# tug_rope_ctrl

tug_rope_ctrl, logic cells by family:
(8 px per um)
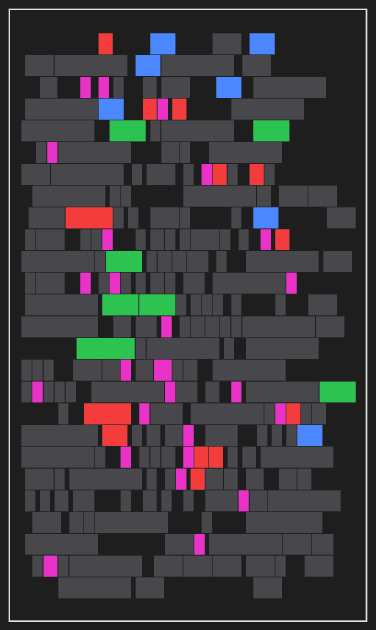

File: src/rtl/tug_pkg.sv
// Shared definitions for the tug-of-war rope controller: state encodings,
// default widths and the rope centre helper.
package tug_pkg;

    localparam int unsigned SCORE_W_DFLT = 32'd4;

    localparam logic [1:0] HOLDOFF = 2'd0;
    localparam logic [1:0] ARMED   = 2'd1;
    localparam logic [1:0] RELEASE = 2'd2;
    localparam logic [1:0] WIN     = 2'd3;

    typedef enum logic [1:0] {
        ST_HOLDOFF = HOLDOFF,
        ST_ARMED   = ARMED,
        ST_RELEASE = RELEASE,
        ST_WIN     = WIN
    } tug_state_e;

    function automatic int unsigned centre_pos(input int unsigned n_pos);
        return (n_pos - 32'd1) / 32'd2;
    endfunction

endpackage

File: src/rtl/tug_holdoff_timer.sv
// Quiet-period timer: counts consecutive idle cycles while enabled and
// restarts on any button activity; done marks the final idle cycle.
module tug_holdoff_timer #(
    parameter int unsigned HOLDOFF_CYC = 32'd16
) (
    input  logic clk,
    input  logic rst_n,
    input  logic enable,
    input  logic activity,
    output logic done
);

    localparam int unsigned CNT_W = (HOLDOFF_CYC > 32'd1) ? $clog2(HOLDOFF_CYC) : 32'd1;
    localparam logic [CNT_W-1:0] LAST = CNT_W'(HOLDOFF_CYC - 32'd1);

    logic [CNT_W-1:0] count_r;
    logic             done_s;

    assign done_s = enable && !activity && (count_r == LAST);
    assign done   = done_s;

    // Idle-cycle counter; parks at zero whenever the controller is not waiting.
    always_ff @(posedge clk or negedge rst_n) begin
        if (!rst_n) begin
            count_r <= {CNT_W{1'b0}};
        end else if (!enable || activity || done_s) begin
            count_r <= {CNT_W{1'b0}};
        end else begin
            count_r <= count_r + CNT_W'(1);
        end
    end

endmodule

File: src/rtl/tug_rope_ctrl.sv
// Tug-of-war game controller: moves the rope marker per won press, detects
// wins at either end, keeps saturating scores and gates the arbiter clear.
module tug_rope_ctrl
    import tug_pkg::*;
#(
    parameter int unsigned N_POS       = 32'd9,
    parameter int unsigned HOLDOFF_CYC = 32'd16,
    parameter int unsigned SCORE_W     = SCORE_W_DFLT
) (
    input  logic               clk,
    input  logic               rst,
    input  logic               push,
    input  logic               tie,
    input  logic               right,
    input  logic               btn_l,
    input  logic               btn_r,
    input  logic               start,
    output logic               clear,
    output logic [N_POS-1:0]   leds,
    output logic               win_l,
    output logic               win_r,
    output logic [SCORE_W-1:0] score_l,
    output logic [SCORE_W-1:0] score_r
);

    localparam int unsigned        POS_W     = $clog2(N_POS);
    localparam logic [POS_W-1:0]   POS_CTR   = POS_W'(centre_pos(N_POS));
    localparam logic [POS_W-1:0]   POS_END   = POS_W'(N_POS - 32'd1);
    localparam logic [POS_W-1:0]   POS_ZERO  = {POS_W{1'b0}};
    localparam logic [SCORE_W-1:0] SCORE_MAX = {SCORE_W{1'b1}};

    function automatic logic [N_POS-1:0] pos_onehot(input logic [POS_W-1:0] p);
        pos_onehot = {{(N_POS-1){1'b0}}, 1'b1} << p;
    endfunction

    function automatic logic [SCORE_W-1:0] sat_inc(input logic [SCORE_W-1:0] v);
        if (v == SCORE_MAX) begin
            sat_inc = v;
        end else begin
            sat_inc = v + SCORE_W'(1);
        end
    endfunction

    logic [1:0]         state_r, state_s;
    logic [POS_W-1:0]   pos_r, pos_s;
    logic               win_l_r, win_l_s, win_r_r, win_r_s;
    logic [SCORE_W-1:0] score_l_r, score_l_s, score_r_r, score_r_s;
    logic [N_POS-1:0]   leds_r;
    logic               clear_r;
    logic               btn_any_s;
    logic               holdoff_done_s;

    assign btn_any_s = btn_l | btn_r;

    tug_holdoff_timer #(.HOLDOFF_CYC(HOLDOFF_CYC)) u_holdoff (
        .clk      (clk),
        .rst_n    (rst),
        .enable   (state_r == HOLDOFF),
        .activity (btn_any_s),
        .done     (holdoff_done_s)
    );

    // Next-state, rope position, win flags and score update.
    always_comb begin
        state_s   = state_r;
        pos_s     = pos_r;
        win_l_s   = win_l_r;
        win_r_s   = win_r_r;
        score_l_s = score_l_r;
        score_r_s = score_r_r;
        case (state_r)
            HOLDOFF: begin
                if (holdoff_done_s) begin
                    state_s = ARMED;
                end else begin
                    state_s = HOLDOFF;
                end
            end
            ARMED: begin
                if (tie) begin
                    state_s = RELEASE;
                end else if (push) begin
                    if (right) begin
                        pos_s = pos_r + POS_W'(1);
                    end else begin
                        pos_s = pos_r - POS_W'(1);
                    end
                    // An end position always goes to WIN before any further move.
                    if (pos_s == POS_END) begin
                        state_s   = WIN;
                        win_r_s   = 1'b1;
                        score_r_s = sat_inc(score_r_r);
                    end else if (pos_s == POS_ZERO) begin
                        state_s   = WIN;
                        win_l_s   = 1'b1;
                        score_l_s = sat_inc(score_l_r);
                    end else begin
                        state_s = RELEASE;
                    end
                end else begin
                    state_s = ARMED;
                end
            end
            RELEASE: begin
                if (!btn_any_s) begin
                    state_s = HOLDOFF;
                end else begin
                    state_s = RELEASE;
                end
            end
            WIN: begin
                if (start) begin
                    state_s = HOLDOFF;
                    pos_s   = POS_CTR;
                    win_l_s = 1'b0;
                    win_r_s = 1'b0;
                end else begin
                    state_s = WIN;
                end
            end
            default: begin
                state_s = HOLDOFF;
                pos_s   = POS_CTR;
            end
        endcase
    end

    // State and registered outputs; clear is decoded from the next state.
    always_ff @(posedge clk or negedge rst) begin
        if (!rst) begin
            state_r   <= HOLDOFF;
            pos_r     <= POS_CTR;
            leds_r    <= pos_onehot(POS_CTR);
            clear_r   <= 1'b1;
            win_l_r   <= 1'b0;
            win_r_r   <= 1'b0;
            score_l_r <= {SCORE_W{1'b0}};
            score_r_r <= {SCORE_W{1'b0}};
        end else begin
            state_r   <= state_s;
            pos_r     <= pos_s;
            leds_r    <= pos_onehot(pos_s);
            clear_r   <= (state_s != ARMED);
            win_l_r   <= win_l_s;
            win_r_r   <= win_r_s;
            score_l_r <= score_l_s;
            score_r_r <= score_r_s;
        end
    end

    assign clear   = clear_r;
    assign leds    = leds_r;
    assign win_l   = win_l_r;
    assign win_r   = win_r_r;
    assign score_l = score_l_r;
    assign score_r = score_r_r;

endmodule

File: config.mk
export PLATFORM = sky130hd
export DESIGN_NAME = tug_rope_ctrl
export DESIGN_NICKNAME = d
export VERILOG_FILES = /design/src/rtl/tug_pkg.sv /design/src/rtl/tug_holdoff_timer.sv /design/src/rtl/tug_rope_ctrl.sv
export SDC_FILE = /design/constraint.sdc
export NUM_CORES = 1
export LEC_CHECK = 0
export ABC_AREA = 1
export CAP_MARGIN = 20
export CORE_ASPECT_RATIO = 1.75
export CORE_UTILIZATION = 50
export CTS_BUF_LIST = sky130_fd_sc_hd__clkbuf_16
export DETAILED_ROUTE_END_ITERATION = 6
export PLACE_DENSITY_LB_ADDON = 0.3
export SLEW_MARGIN = 20
export SYNTH_ARGS = -nofsm -noshare
export SYNTH_HDL_FRONTEND = slang
export SYNTH_SLANG_ARGS = --single-unit
File: constraint.sdc
create_clock -name clk -period 2.2 [get_ports clk]
set_input_delay 0.44 -clock clk [delete_from_list [all_inputs] [get_ports clk]]
set_output_delay 0.44 -clock clk [all_outputs]
set_load 0.03 [all_outputs]
# imem_fetch_port

File: config.mk
export PLATFORM = sky130hd
export DESIGN_NAME = imem_fetch_port
export DESIGN_NICKNAME = d
export VERILOG_FILES = /design/src/rtl/imem_fetch_port.sv
export SDC_FILE = /design/constraint.sdc
export NUM_CORES = 1
export LEC_CHECK = 0
export ABC_CLOCK_PERIOD_IN_PS = 4900
export CAP_MARGIN = 20
export CORE_MARGIN = 1
export CORE_UTILIZATION = 50
export DETAILED_ROUTE_END_ITERATION = 10
export PLACE_DENSITY = 0.75
export SLEW_MARGIN = 40
export SYNTH_ARGS = -nofsm -noshare
export SYNTH_HDL_FRONTEND = slang
export SYNTH_SLANG_ARGS = --single-unit
File: constraint.sdc
create_clock -name clk -period 4.9 [get_ports clk]
set_clock_uncertainty 0.15 [all_clocks]
set_input_delay 1.225 -clock clk [delete_from_list [all_inputs] [get_ports clk]]
set_output_delay 1.225 -clock clk [all_outputs]
set_load 0.01 [all_outputs]
File: src/rtl/imem_fetch_port.sv
// Instruction-memory responder: 32-word store, one-deep S1 address stage and a
// small response FIFO, with flush of wrong-path fetches and a program-load port.
module imem_fetch_port #(
  parameter int FIFO_DEPTH = 3,
  parameter int MEM_WORDS  = 32
) (
  input  logic        clk,
  input  logic        reset,
  input  logic        req_valid,
  input  logic [15:0] req_addr,
  output logic        req_ready,
  input  logic        flush,
  output logic        rsp_valid,
  input  logic        rsp_ready,
  output logic [15:0] rsp_instr,
  output logic [15:0] rsp_pc,
  output logic        rsp_misalign,
  input  logic        prog_we,
  input  logic [4:0]  prog_addr,
  input  logic [15:0] prog_data
);

  localparam int IW = $clog2(MEM_WORDS);
  localparam int PW = (FIFO_DEPTH > 1) ? $clog2(FIFO_DEPTH) : 1;
  localparam int CW = $clog2(FIFO_DEPTH + 1);

  // Handshake: a transfer happens on an edge where valid && ready are both high;
  // valid never depends on ready, and req_ready never credits a same-cycle pop.

  logic [15:0]   mem [MEM_WORDS];
  logic          s1_valid;
  logic [15:0]   s1_addr;
  logic [15:0]   fifo_instr [FIFO_DEPTH];
  logic [15:0]   fifo_pc    [FIFO_DEPTH];
  logic          fifo_mis   [FIFO_DEPTH];
  logic [PW-1:0] wr_ptr;
  logic [PW-1:0] rd_ptr;
  logic [CW-1:0] count;
  logic [CW:0]   occupancy;
  logic          accept;
  logic          push;
  logic          pop;
  logic [15:0]   rd_word;
  logic [15:0]   push_instr;

  function automatic logic [PW-1:0] ptr_inc(input logic [PW-1:0] p);
    return (p == PW'(FIFO_DEPTH - 1)) ? '0 : p + PW'(1);
  endfunction

  assign occupancy  = {1'b0, count} + (CW+1)'(s1_valid);
  assign req_ready  = !reset && !flush && (occupancy < (CW+1)'(FIFO_DEPTH));
  assign accept     = req_valid && req_ready;
  assign push       = s1_valid;
  assign rsp_valid  = (count != '0);
  assign pop        = rsp_valid && rsp_ready;

  // Address bits above the word index are ignored, so fetches wrap modulo 64 bytes.
  assign rd_word    = mem[s1_addr[IW:1]];
  assign push_instr = s1_addr[0] ? 16'h0000 : rd_word;

  assign rsp_instr    = rsp_valid ? fifo_instr[rd_ptr] : 16'h0000;
  assign rsp_pc       = rsp_valid ? fifo_pc[rd_ptr]    : 16'h0000;
  assign rsp_misalign = rsp_valid ? fifo_mis[rd_ptr]   : 1'b0;

  // Store is never reset; the S1 read above sees the pre-write value on a shared edge.
  always_ff @(posedge clk) begin
    if (prog_we) mem[prog_addr[IW-1:0]] <= prog_data;
  end

  always_ff @(posedge clk) begin
    if (push) begin
      fifo_instr[wr_ptr] <= push_instr;
      fifo_pc[wr_ptr]    <= s1_addr;
      fifo_mis[wr_ptr]   <= s1_addr[0];
    end
  end

  always_ff @(posedge clk) begin
    if (reset || flush) begin
      s1_valid <= 1'b0;
      s1_addr  <= '0;
      wr_ptr   <= '0;
      rd_ptr   <= '0;
      count    <= '0;
    end else begin
      s1_valid <= accept;
      if (accept) s1_addr <= req_addr;
      if (push)   wr_ptr  <= ptr_inc(wr_ptr);
      if (pop)    rd_ptr  <= ptr_inc(rd_ptr);
      if (push && !pop)      count <= count + CW'(1);
      else if (pop && !push) count <= count - CW'(1);
    end
  end

endmodule

# uart_rx_core

[config.mk]
export PLATFORM = sky130hd
export DESIGN_NAME = uart_rx_core
export DESIGN_NICKNAME = d
export VERILOG_FILES = /design/src/rtl/uart_pkg.sv /design/src/rtl/uart_rx_fifo.sv /design/src/rtl/uart_rx_core.sv
export SDC_FILE = /design/constraint.sdc
export NUM_CORES = 1
export LEC_CHECK = 0
export ABC_AREA = 1
export CAP_MARGIN = 20
export CORE_UTILIZATION = 65
export DETAILED_ROUTE_END_ITERATION = 6
export PLACE_DENSITY_LB_ADDON = 0.25
export SYNTH_ARGS = -nofsm -noshare
export SYNTH_HDL_FRONTEND = slang
export SYNTH_SLANG_ARGS = --single-unit
[constraint.sdc]
create_clock -name clk_core -period 5.22 [get_ports clk_core]
set_input_delay 1.044 -clock clk_core [delete_from_list [all_inputs] [get_ports clk_core]]
set_output_delay 1.044 -clock clk_core [all_outputs]
set_load 0.01 [all_outputs]
[src/rtl/uart_pkg.sv]
// Shared types and widths for the UART receive path.
package uart_pkg;

    localparam int UART_DATA_BITS = 8;
    localparam int UART_CNT_W     = 12;

    typedef enum logic [2:0] {
        IDLE    = 3'd0,
        START   = 3'd1,
        DATA    = 3'd2,
        STOP    = 3'd3,
        WAIT_HI = 3'd4
    } uart_state_t;

endpackage

[src/rtl/uart_rx_fifo.sv]
// First-word-fall-through receive FIFO; a push into a full FIFO succeeds
// only when a pop frees a slot in the same cycle.
module uart_rx_fifo
    import uart_pkg::*;
#(
    parameter int DEPTH_LOG2 = 2
) (
    input  logic                      clk_core,
    input  logic                      reset,
    input  logic                      push,
    input  logic [UART_DATA_BITS-1:0] push_data,
    input  logic                      pop,
    output logic [UART_DATA_BITS-1:0] head,
    output logic                      empty,
    output logic                      full,
    output logic [DEPTH_LOG2:0]       count
);

    localparam int DEPTH = 2 ** DEPTH_LOG2;
    localparam logic [DEPTH_LOG2:0] PTR_ONE = {{DEPTH_LOG2{1'b0}}, 1'b1};
    localparam logic [DEPTH_LOG2:0] PTR_MSB = {1'b1, {DEPTH_LOG2{1'b0}}};

    logic [UART_DATA_BITS-1:0] mem_r [DEPTH];
    logic [DEPTH_LOG2:0]       wr_ptr_r;
    logic [DEPTH_LOG2:0]       rd_ptr_r;
    logic                      do_pop_s;
    logic                      do_push_s;

    assign empty     = (wr_ptr_r == rd_ptr_r);
    assign full      = ((wr_ptr_r ^ rd_ptr_r) == PTR_MSB);
    assign count     = wr_ptr_r - rd_ptr_r;
    assign head      = mem_r[rd_ptr_r[DEPTH_LOG2-1:0]];
    assign do_pop_s  = pop && !empty;
    assign do_push_s = push && (!full || do_pop_s);

    // Storage and pointer update.
    always_ff @(posedge clk_core or posedge reset) begin
        if (reset) begin
            wr_ptr_r <= {(DEPTH_LOG2 + 1){1'b0}};
            rd_ptr_r <= {(DEPTH_LOG2 + 1){1'b0}};
            for (int i = 0; i < DEPTH; i++) begin
                mem_r[i] <= {UART_DATA_BITS{1'b0}};
            end
        end else begin
            if (do_push_s) begin
                mem_r[wr_ptr_r[DEPTH_LOG2-1:0]] <= push_data;
                wr_ptr_r <= wr_ptr_r + PTR_ONE;
            end
            if (do_pop_s) begin
                rd_ptr_r <= rd_ptr_r + PTR_ONE;
            end
        end
    end

endmodule

[src/rtl/uart_rx_core.sv]
// 8N1 UART receiver feeding a small FWFT FIFO with sticky error flags.
// Optional flow control output enabled by defining UART_RX_CTS_EN.
module uart_rx_core
    import uart_pkg::*;
#(
    parameter int CLKS_PER_BIT = 347,
    parameter int DEPTH_LOG2   = 2
) (
    input  logic       clk_core,
    input  logic       reset,
    input  logic       rx,
    output logic [7:0] rx_data,
    output logic       rx_valid,
    input  logic       rx_pop,
    output logic       framing_err,
    output logic       overrun_err,
    input  logic       err_clr,
    output logic       rts_n
);

    localparam logic [UART_CNT_W-1:0] CNT_HALF = UART_CNT_W'(CLKS_PER_BIT / 2 - 1);
    localparam logic [UART_CNT_W-1:0] CNT_FULL = UART_CNT_W'(CLKS_PER_BIT - 1);
    localparam logic [UART_CNT_W-1:0] CNT_ONE  = {{(UART_CNT_W - 1){1'b0}}, 1'b1};

    logic                      sync1_r;
    logic                      sync2_r;
    logic                      rx_s;
    uart_state_t               state_r;
    logic [UART_CNT_W-1:0]     cnt_r;
    logic [2:0]                idx_r;
    logic [UART_DATA_BITS-1:0] shift_r;
    logic                      cnt_zero_s;
    logic                      push_s;
    logic                      frame_bad_s;
    logic                      overrun_set_s;
    logic                      fifo_empty_s;
    logic                      fifo_full_s;
    logic                      framing_err_r;
    logic                      overrun_err_r;

    assign rx_s          = sync2_r;
    assign cnt_zero_s    = (cnt_r == {UART_CNT_W{1'b0}});
    assign push_s        = (state_r == STOP) && cnt_zero_s && rx_s;
    assign frame_bad_s   = (state_r == STOP) && cnt_zero_s && !rx_s;
    // Full implies non-empty, so a pop here always frees a slot.
    assign overrun_set_s = push_s && fifo_full_s && !rx_pop;

    assign rx_valid    = !fifo_empty_s;
    assign framing_err = framing_err_r;
    assign overrun_err = overrun_err_r;

    // Two-flop synchroniser for the asynchronous pad input.
    always_ff @(posedge clk_core or posedge reset) begin
        if (reset) begin
            sync1_r <= 1'b1;
            sync2_r <= 1'b1;
        end else begin
            sync1_r <= rx;
            sync2_r <= sync1_r;
        end
    end

    // Frame sequencer: start qualification, bit sampling, stop check.
    always_ff @(posedge clk_core or posedge reset) begin
        if (reset) begin
            state_r <= IDLE;
            cnt_r   <= {UART_CNT_W{1'b0}};
            idx_r   <= 3'd0;
            shift_r <= {UART_DATA_BITS{1'b0}};
        end else begin
            case (state_r)
                IDLE: begin
                    if (!rx_s) begin
                        cnt_r   <= CNT_HALF;
                        state_r <= START;
                    end
                end
                START: begin
                    if (!cnt_zero_s) begin
                        cnt_r <= cnt_r - CNT_ONE;
                    end else if (!rx_s) begin
                        cnt_r   <= CNT_FULL;
                        idx_r   <= 3'd0;
                        state_r <= DATA;
                    end else begin
                        state_r <= IDLE;
                    end
                end
                DATA: begin
                    if (!cnt_zero_s) begin
                        cnt_r <= cnt_r - CNT_ONE;
                    end else begin
                        shift_r <= {rx_s, shift_r[UART_DATA_BITS-1:1]};
                        cnt_r   <= CNT_FULL;
                        if (idx_r == 3'd7) begin
                            state_r <= STOP;
                        end else begin
                            idx_r <= idx_r + 3'd1;
                        end
                    end
                end
                STOP: begin
                    if (!cnt_zero_s) begin
                        cnt_r <= cnt_r - CNT_ONE;
                    end else if (rx_s) begin
                        state_r <= IDLE;
                    end else begin
                        state_r <= WAIT_HI;
                    end
                end
                // Hold off until the line idles so a break is not re-read as start bits.
                WAIT_HI: begin
                    if (rx_s) begin
                        state_r <= IDLE;
                    end
                end
                default: begin
                    state_r <= IDLE;
                end
            endcase
        end
    end

    // Sticky error flags; a fresh error wins over a simultaneous clear.
    always_ff @(posedge clk_core or posedge reset) begin
        if (reset) begin
            framing_err_r <= 1'b0;
            overrun_err_r <= 1'b0;
        end else begin
            if (frame_bad_s) begin
                framing_err_r <= 1'b1;
            end else if (err_clr) begin
                framing_err_r <= 1'b0;
            end
            if (overrun_set_s) begin
                overrun_err_r <= 1'b1;
            end else if (err_clr) begin
                overrun_err_r <= 1'b0;
            end
        end
    end

`ifdef UART_RX_CTS_EN
    localparam logic [DEPTH_LOG2:0] RTS_LEVEL = (DEPTH_LOG2 + 1)'(2 ** DEPTH_LOG2 - 1);

    logic [DEPTH_LOG2:0] fifo_count_s;
    logic                rts_n_r;

    // Deassert ready-to-send once only one free slot remains.
    always_ff @(posedge clk_core or posedge reset) begin
        if (reset) begin
            rts_n_r <= 1'b0;
        end else begin
            rts_n_r <= (fifo_count_s >= RTS_LEVEL);
        end
    end

    assign rts_n = rts_n_r;
`else
    assign rts_n = 1'b0;
`endif

    uart_rx_fifo #(
        .DEPTH_LOG2(DEPTH_LOG2)
    ) u_fifo (
        .clk_core (clk_core),
        .reset    (reset),
        .push     (push_s),
        .push_data(shift_r),
        .pop      (rx_pop),
        .head     (rx_data),
        .empty    (fifo_empty_s),
        .full     (fifo_full_s),
`ifdef UART_RX_CTS_EN
        .count    (fifo_count_s)
`else
        .count    ()
`endif
    );

endmodule

# rgb_frame_writer_flat

`src/rtl/rgb_frame_writer_if.sv`:
```
// rtl/rgb_frame_writer_if.sv - pixel stream in, pixel RAM write port and frame status out
interface rgb_frame_writer_if;
  logic        rgb_enable;
  logic [23:0] rgb;
  logic        rgb_valid;
  logic        hsync;
  logic        vsync;
  logic [31:0] ram_waddr;
  logic [15:0] ram_wdata;
  logic        w_enable;
  logic        read_bank;
  logic        stream_ready;
  logic        frame_error;

  modport slave (
    input  rgb_enable, rgb, rgb_valid, hsync, vsync,
    output ram_waddr, ram_wdata, w_enable, read_bank, stream_ready, frame_error
  );

  modport master (
    output rgb_enable, rgb, rgb_valid, hsync, vsync,
    input  ram_waddr, ram_wdata, w_enable, read_bank, stream_ready, frame_error
  );
endinterface

```
`src/rtl/rgb_frame_writer.sv`:
```
// rtl/rgb_frame_writer.sv - captures an RGB888 stream and writes RGB565 frames into a double-buffered pixel RAM
// A bank is handed to the reader only after a frame with exactly HEIGHT lines of WIDTH pixels lands in it.
module rgb_frame_writer #(
  parameter int unsigned WIDTH       = 1920,
  parameter int unsigned HEIGHT      = 1080,
  parameter int unsigned BANK_BASE_0 = 0,
  parameter int unsigned BANK_BASE_1 = 2097152
) (
  input logic               clk,
  input logic               nrst,
  rgb_frame_writer_if.slave bus
);
  typedef enum logic {IDLE, CAPTURE} state_t;

  state_t      state_q;
  logic        hsync_q;
  logic        vsync_q;
  logic [31:0] col_q;
  logic [31:0] line_q;
  logic [31:0] line_base_q;
  logic        bad_q;
  logic        write_bank_q;
  logic [31:0] ram_waddr_q;
  logic [15:0] ram_wdata_q;
  logic        w_enable_q;
  logic        read_bank_q;
  logic        stream_ready_q;
  logic        frame_error_q;

  logic        hs_rise;
  logic        vs_rise;
  logic        pix_in_range;
  logic        pix_write;
  logic        frame_good;
  logic [31:0] col_d;
  logic [31:0] write_base;
  logic [15:0] rgb565;

  assign hs_rise      = bus.hsync & ~hsync_q;
  assign vs_rise      = bus.vsync & ~vsync_q;
  assign pix_in_range = (col_q < WIDTH) && (line_q < HEIGHT);
  assign pix_write    = bus.rgb_valid && pix_in_range;
  // A pixel arriving with the hsync edge still counts toward the line it ends.
  assign col_d        = pix_write ? col_q + 32'd1 : col_q;
  assign frame_good   = (line_q == HEIGHT) && !bad_q;
  assign write_base   = write_bank_q ? BANK_BASE_1 : BANK_BASE_0;
  assign rgb565       = {bus.rgb[23:19], bus.rgb[15:10], bus.rgb[7:3]};

  always_ff @(posedge clk or negedge nrst) begin
    if (!nrst) begin
      state_q        <= IDLE;
      hsync_q        <= 1'b0;
      vsync_q        <= 1'b0;
      col_q          <= '0;
      line_q         <= '0;
      line_base_q    <= '0;
      bad_q          <= 1'b0;
      write_bank_q   <= 1'b1;
      ram_waddr_q    <= '0;
      ram_wdata_q    <= '0;
      w_enable_q     <= 1'b0;
      read_bank_q    <= 1'b0;
      stream_ready_q <= 1'b0;
      frame_error_q  <= 1'b0;
    end else begin
      hsync_q    <= bus.hsync;
      vsync_q    <= bus.vsync;
      w_enable_q <= 1'b0;
      case (state_q)
        IDLE: begin
          if (vs_rise && bus.rgb_enable) begin
            state_q     <= CAPTURE;
            col_q       <= '0;
            line_q      <= '0;
            line_base_q <= '0;
            bad_q       <= 1'b0;
          end
        end
        CAPTURE: begin
          if (vs_rise) begin
            if (frame_good) begin
              read_bank_q    <= write_bank_q;
              write_bank_q   <= read_bank_q;
              stream_ready_q <= 1'b1;
            end else begin
              frame_error_q  <= 1'b1;
            end
            col_q       <= '0;
            line_q      <= '0;
            line_base_q <= '0;
            bad_q       <= 1'b0;
            state_q     <= bus.rgb_enable ? CAPTURE : IDLE;
          end else begin
            if (pix_write) begin
              w_enable_q  <= 1'b1;
              ram_wdata_q <= rgb565;
              ram_waddr_q <= write_base + line_base_q + col_q;
            end
            if ((bus.rgb_valid && !pix_in_range) || (hs_rise && (col_d != WIDTH))) begin
              bad_q <= 1'b1;
            end
            if (hs_rise) begin
              col_q <= '0;
              if (line_q < HEIGHT) begin
                line_q      <= line_q + 32'd1;
                line_base_q <= line_base_q + WIDTH;
              end
            end else begin
              col_q <= col_d;
            end
          end
        end
        default: state_q <= IDLE;
      endcase
    end
  end

  assign bus.ram_waddr    = ram_waddr_q;
  assign bus.ram_wdata    = ram_wdata_q;
  assign bus.w_enable     = w_enable_q;
  assign bus.read_bank    = read_bank_q;
  assign bus.stream_ready = stream_ready_q;
  assign bus.frame_error  = frame_error_q;
endmodule

```
`src/flat_wrapper.sv`:
```
// flat-port wrapper written by rule: the top's interface ports become plain ports
module rgb_frame_writer_flat 
#(
  parameter int unsigned WIDTH       = 1920,
  parameter int unsigned HEIGHT      = 1080,
  parameter int unsigned BANK_BASE_0 = 0,
  parameter int unsigned BANK_BASE_1 = 2097152
)
  (clk, nrst, bus_rgb_enable, bus_rgb, bus_rgb_valid, bus_hsync, bus_vsync, bus_ram_waddr, bus_ram_wdata, bus_w_enable, bus_read_bank, bus_stream_ready, bus_frame_error);
  rgb_frame_writer_if bus_i ();
  input logic clk;
  input logic nrst;
  input wire logic [$bits(bus_i.rgb_enable)-1:0] bus_rgb_enable;
  input wire logic [$bits(bus_i.rgb)-1:0] bus_rgb;
  input wire logic [$bits(bus_i.rgb_valid)-1:0] bus_rgb_valid;
  input wire logic [$bits(bus_i.hsync)-1:0] bus_hsync;
  input wire logic [$bits(bus_i.vsync)-1:0] bus_vsync;
  output wire logic [$bits(bus_i.ram_waddr)-1:0] bus_ram_waddr;
  output wire logic [$bits(bus_i.ram_wdata)-1:0] bus_ram_wdata;
  output wire logic [$bits(bus_i.w_enable)-1:0] bus_w_enable;
  output wire logic [$bits(bus_i.read_bank)-1:0] bus_read_bank;
  output wire logic [$bits(bus_i.stream_ready)-1:0] bus_stream_ready;
  output wire logic [$bits(bus_i.frame_error)-1:0] bus_frame_error;
  assign bus_i.rgb_enable = bus_rgb_enable;
  assign bus_i.rgb = bus_rgb;
  assign bus_i.rgb_valid = bus_rgb_valid;
  assign bus_i.hsync = bus_hsync;
  assign bus_i.vsync = bus_vsync;
  assign bus_ram_waddr = bus_i.ram_waddr;
  assign bus_ram_wdata = bus_i.ram_wdata;
  assign bus_w_enable = bus_i.w_enable;
  assign bus_read_bank = bus_i.read_bank;
  assign bus_stream_ready = bus_i.stream_ready;
  assign bus_frame_error = bus_i.frame_error;
  rgb_frame_writer #(.WIDTH(WIDTH), .HEIGHT(HEIGHT), .BANK_BASE_0(BANK_BASE_0), .BANK_BASE_1(BANK_BASE_1)) u_core (.clk(clk), .nrst(nrst), .bus(bus_i));
endmodule
```
`config.mk`:
```
export PLATFORM = sky130hd
export DESIGN_NAME = rgb_frame_writer_flat
export DESIGN_NICKNAME = d
export VERILOG_FILES = /design/src/rtl/rgb_frame_writer_if.sv /design/src/rtl/rgb_frame_writer.sv /design/src/flat_wrapper.sv
export SDC_FILE = /design/constraint.sdc
export NUM_CORES = 1
export LEC_CHECK = 0
export ABC_AREA = 1
export CAP_MARGIN = 10
export CORE_ASPECT_RATIO = 0.8
export CORE_MARGIN = 2
export CORE_UTILIZATION = 58
export DETAILED_ROUTE_END_ITERATION = 8
export PLACE_DENSITY = 0.93
export SKIP_LAST_GASP = 1
export SLEW_MARGIN = 5
export SYNTH_ARGS = -nofsm -noshare
export SYNTH_HDL_FRONTEND = slang
export SYNTH_SLANG_ARGS = --single-unit
```
`constraint.sdc`:
```
create_clock -name clk -period 2.9 [get_ports clk]
set_input_delay 0.29 -clock clk [delete_from_list [all_inputs] [get_ports clk]]
set_output_delay 0.29 -clock clk [all_outputs]
set_load 0.02 [all_outputs]
```
rgb_frame_writer_flat, the metal 2 layer:
(2 px per um)
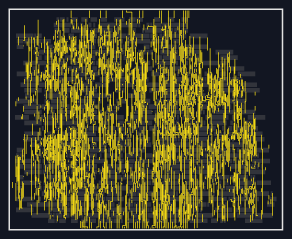
main direction: vertical
share of all routed wire: 48%
wire length on this layer: 9670 um

==> impl_metrics.yaml, rgb_frame_writer_flat <==
# generated from flow reports
synth:
  top_cells_by_area: "dfrtp_1 45%, nand2_1 11%, ha_1 7.9%, nor2_1 4.6%, inv_1 4.4%"
  synthArstFlopShare: 1.00
  ys_area_um2: 8070
  synth-xor-area-share: 0.0423
  numSynthFlops: 146
  synth_cells: 960
  top_area_cell: "dfrtp_1"
  synth_top_cell_by_count: "nand2_1"
worst_setup_path:
  crit_end: "u_core.bus.ram_waddr[29]"
  slowest_stage: "dfrtp_1"
  crit_arrival_ns: 3.11
  r2r_start: "u_core.col_q[10]"
power_and_ir_drop:
  seqPwrFrac: 0.402
  intPower_w: 0.00414
route:
  routed_via_density: 5.64
clocking:
  htreeDepth: 4
  cts.reportedPaths.clkPinSlew_ns: 0.06
  cts_buffer_depth: 2
layout:
  n_antenna_cell: 0
  layout_top_cell: "nand2_1"
  post-route-util: 0.715
final_timing:
  setup_viol: 0
  min_period_ns: 2.76
  timing_hold_violations_final: 0
  setup_tns_ns: 0
worst_hold_path:
  min_from: "bus_hsync"
outcome:
  status: "finished, final reports clean"
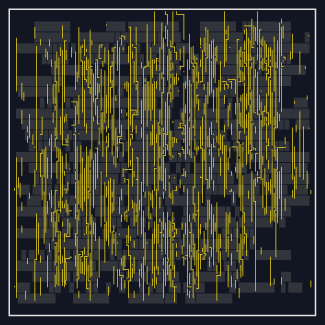
uart_rx_core: the metal 2 layer
(4 px per um)
longest straight run: 35.0 um
wire length on this layer: 3800 um
nets with wire on the layer: 377
main direction: vertical
share of all routed wire: 46%

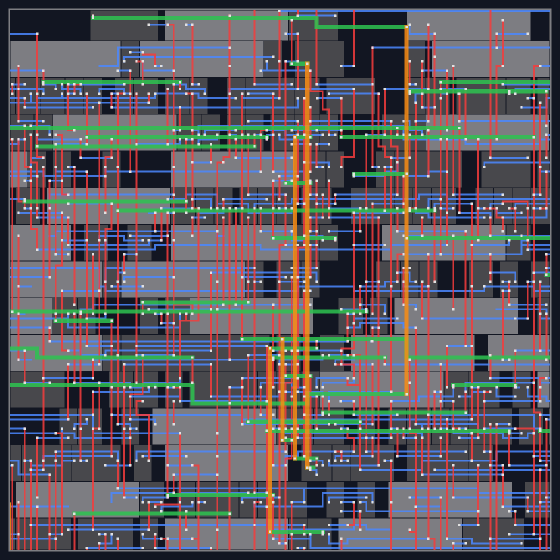
uart_rx_core: a small window of the routed layout
Window x 18 to 58, y 33 to 73 um. Cells in grey, sequential cells in the stronger grey; small squares are vias.
[orange] M4
[red] M2
[blue] M1
[green] M3
cells with their middle in the window: 155
sequential cells in the window: 25
netlist names of flops here include: u_fifo.mem_r (23)
most frequent: nand2_1 (49), nand3_1 (26), dfrtp_1 (25)

==> impl_metrics.yaml, uart_rx_core <==
# generated from flow reports
grt:
  first_global_vias: 3039
  met1_usage: 0.416
  grt_util_met2: 0.486
layout:
  area_growth_pct: 11.4
  clkCellAreaFrac: 0.0621
  seq_area_um2: 1700
  comb_area_um2: 1660
  lay_top_cells: "148 x nand2_1, 66 x dfrtp_1, 48 x nand3_1"
  layout-drive-gt1-share: 0.0955
worst_setup_path:
  crit_chain: "inv_2 -> o21ai_0 -> o22ai_1 -> clkdlybuf4s50_1"
  critPathMaxStageDelay_ns: 0.71
  startpoint: "u_fifo.rd_ptr_r[0]"
  worst_r2r_endpoint: "u_fifo.mem_r[8]"
clocking:
  cts_buffer_depth: 2
  cts.reportedPaths.clkPinSlew_ns: 0.08
final_timing:
  clock_skew_ns: 0.00715
  fin_crit_sh: 0.646
  timing.final.ws_setup_ns: 1.85
  rsz0062_at_grt: "no"
power_and_ir_drop:
  p_seq_w: 0.000577
synth:
  synthSimpleGateAreaFrac: 0.326
  numSynthFlops: 68
floorplanning:
  io_pins: 17
  fp_util: 0.688
place:
  dpl_worst_slack_ns: 2.35
outcome:
  status: "finished, final reports clean"
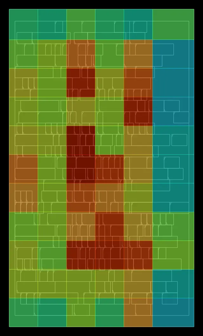
tug_rope_ctrl: routing congestion
global routing usage on met1: 0.246
grt met2 use: 0.397
wire length per cell: 12.3 um

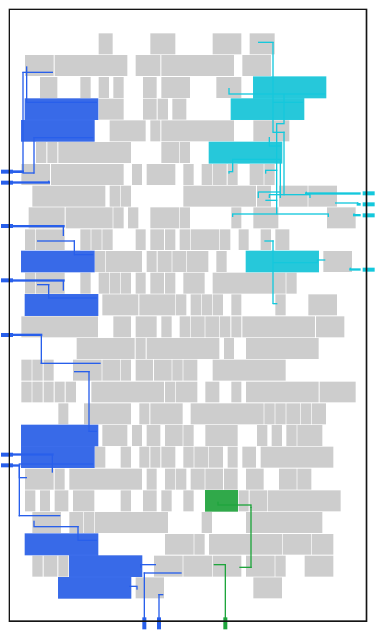
tug_rope_ctrl: nets reached from selected ports
(8 px per um)
[cyan] score_l | bits: 4 | direction: output | edge: right | end cells: 4 | wire: 123 um
[blue] leds | bits: 9 | direction: output | edge: 7 left, 2 bottom | end cells: 9 | wire: 163 um
[green] start | bits: 1 | direction: input | edge: bottom | end cells: 1 | wire: 21.7 um

About 'logic cells by family' of tug_rope_ctrl:
[blue] xor and xnor cells | cells: 7
[red] aoi and oai cells | cells: 13
[magenta] inv cells | cells: 25
[green] fa/ha/maj cells | cells: 7

==> impl_metrics.yaml, tug_rope_ctrl <==
# generated from flow reports
outcome:
  status: "finished, final reports clean"
final_timing:
  hold_slack_ns: 0.472
  clock_skew_ns: 0.00270
layout:
  comb_area_frac: 0.349
  inverters: 25
  comb.multi_input.count: 132
  area_growth_pct: 31.9
worst_setup_path:
  critPathMaxStageDelay_ns: 0.67
  crit_arrival_ns: 1.45
  worstRegToRegCells: 8
  worstSetupStartpointType: "register"
  cp.depth: 1
power_and_ir_drop:
  peakVddDrop_mv: 0.710
synth:
  ys_seq_frac: 0.478
route:
  wl_met1_um: 1220
  drt_drc_violations_left: 0
  wl_met2_um: 1830
floorplanning:
  io_pins: 28
  coreArea_um2: 2960
clocking:
  cts.repair.resized: 0
  cts.reportedPaths.clkPinSlew_ns: 0.05
worst_hold_path:
  min_path_type: "reg2reg"
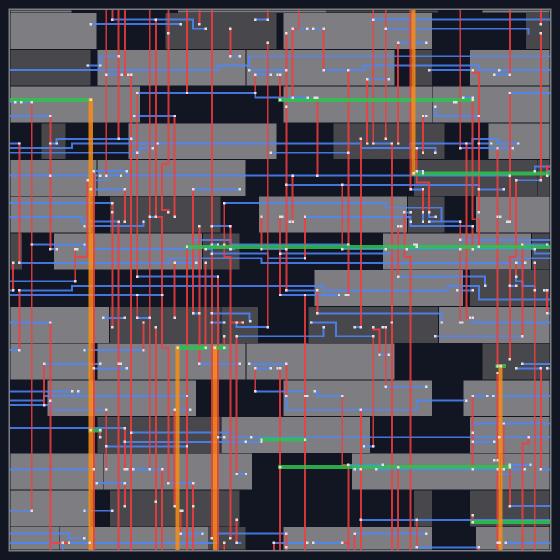
imem_fetch_port: a small window of the routed layout
Window x 92 to 132, y 137 to 177 um. Cells in grey, sequential cells in the stronger grey; small squares are vias.
[green] M3
[orange] M4
[red] M2
[blue] M1
netlist names of flops here include: mem (32)
cells with their middle in the window: 51
most frequent: edfxtp_1 (32), mux4_2 (5)
sequential cells in the window: 32

==> impl_metrics.yaml, imem_fetch_port <==
# generated from flow reports
power_and_ir_drop:
  seqPwrFrac: 0.546
  power_density_nw_per_um2: 393
  peakVddDrop_mv: 0.305
layout:
  n_all_buffers: 131
  largest_cell_class: "sequential cells"
worst_setup_path:
  required_ns: 3.52
  critPathMaxStageDelay_ns: 0.67
  crit_end: "rsp_instr[7]"
  cpLargestDelayFamily: "buffers and inverters"
clocking:
  clock-sinks: 638
synth:
  synthSimpleGateAreaFrac: 0.0289
  synth-xor-area-share: 0.000708
  ys_area_um2: 24700
  ff_type: "edfxtp_1"
  synth_area_um2: 24700
  synth_top_cell_by_count: "edfxtp_1"
  ys_seq_frac: 0.762
  synthAdderAreaFrac: 0.00152
  synthAoiAreaFrac: 0.0362
route:
  wirelength_um: 51100
final_timing:
  timing_hold_violations_final: 0
  setup_tns_ns: 0
  timing.final.ws_setup_ns: 0.812
  hold_slack_ns: 0.330
  worst_pin_slew_ns: 0.776
floorplanning:
  die_x_um: 224
outcome:
  status: "finished, final reports clean"
grt:
  grt_util_met2: 0.333

==> screenshots <==
Sequential cells coloured by netlist name.
image #1
(3 px per um)
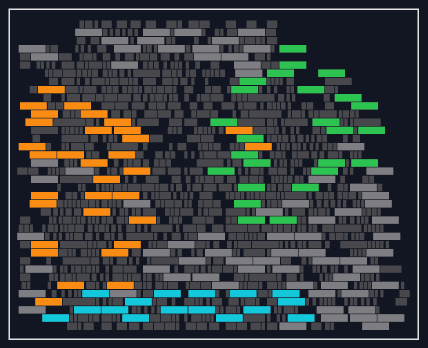
image #2
(2 px per um)
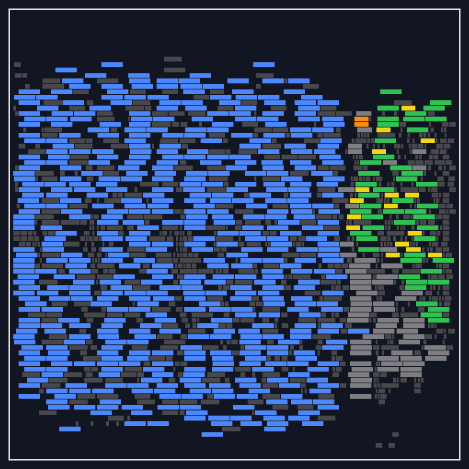
image #3
(8 px per um)
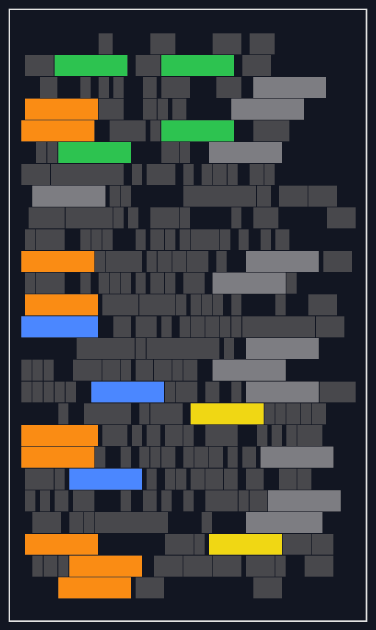
image #4
(6 px per um)
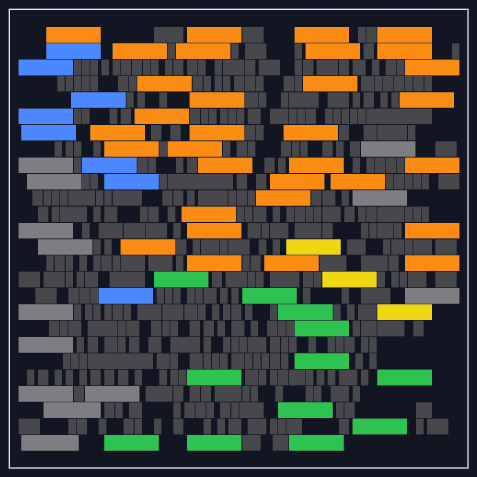
Of these, most sequential cells: image #2
For uart_rx_core, see image #4.
For tug_rope_ctrl, see image #3.
For imem_fetch_port, see image #2.
For rgb_frame_writer_flat, see image #1.



==> layout pictures side by side <==
Routing congestion.
(a)
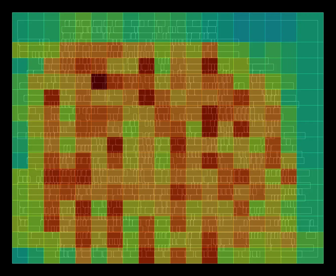
(b)
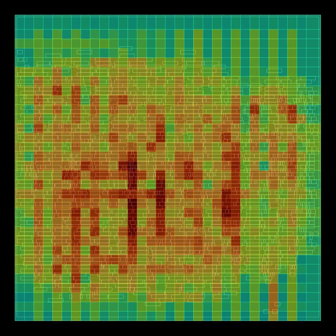
(c)
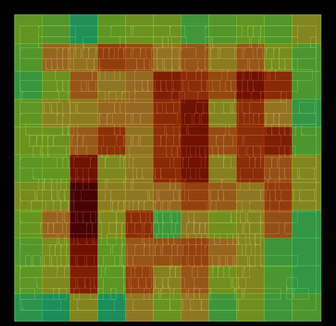
The one with the lowest track usage is (b).
The one with the lowest utilization is (b).
| from | picture |
|---|---|
| rgb_frame_writer_flat | (a) |
| uart_rx_core | (c) |
| imem_fetch_port | (b) |

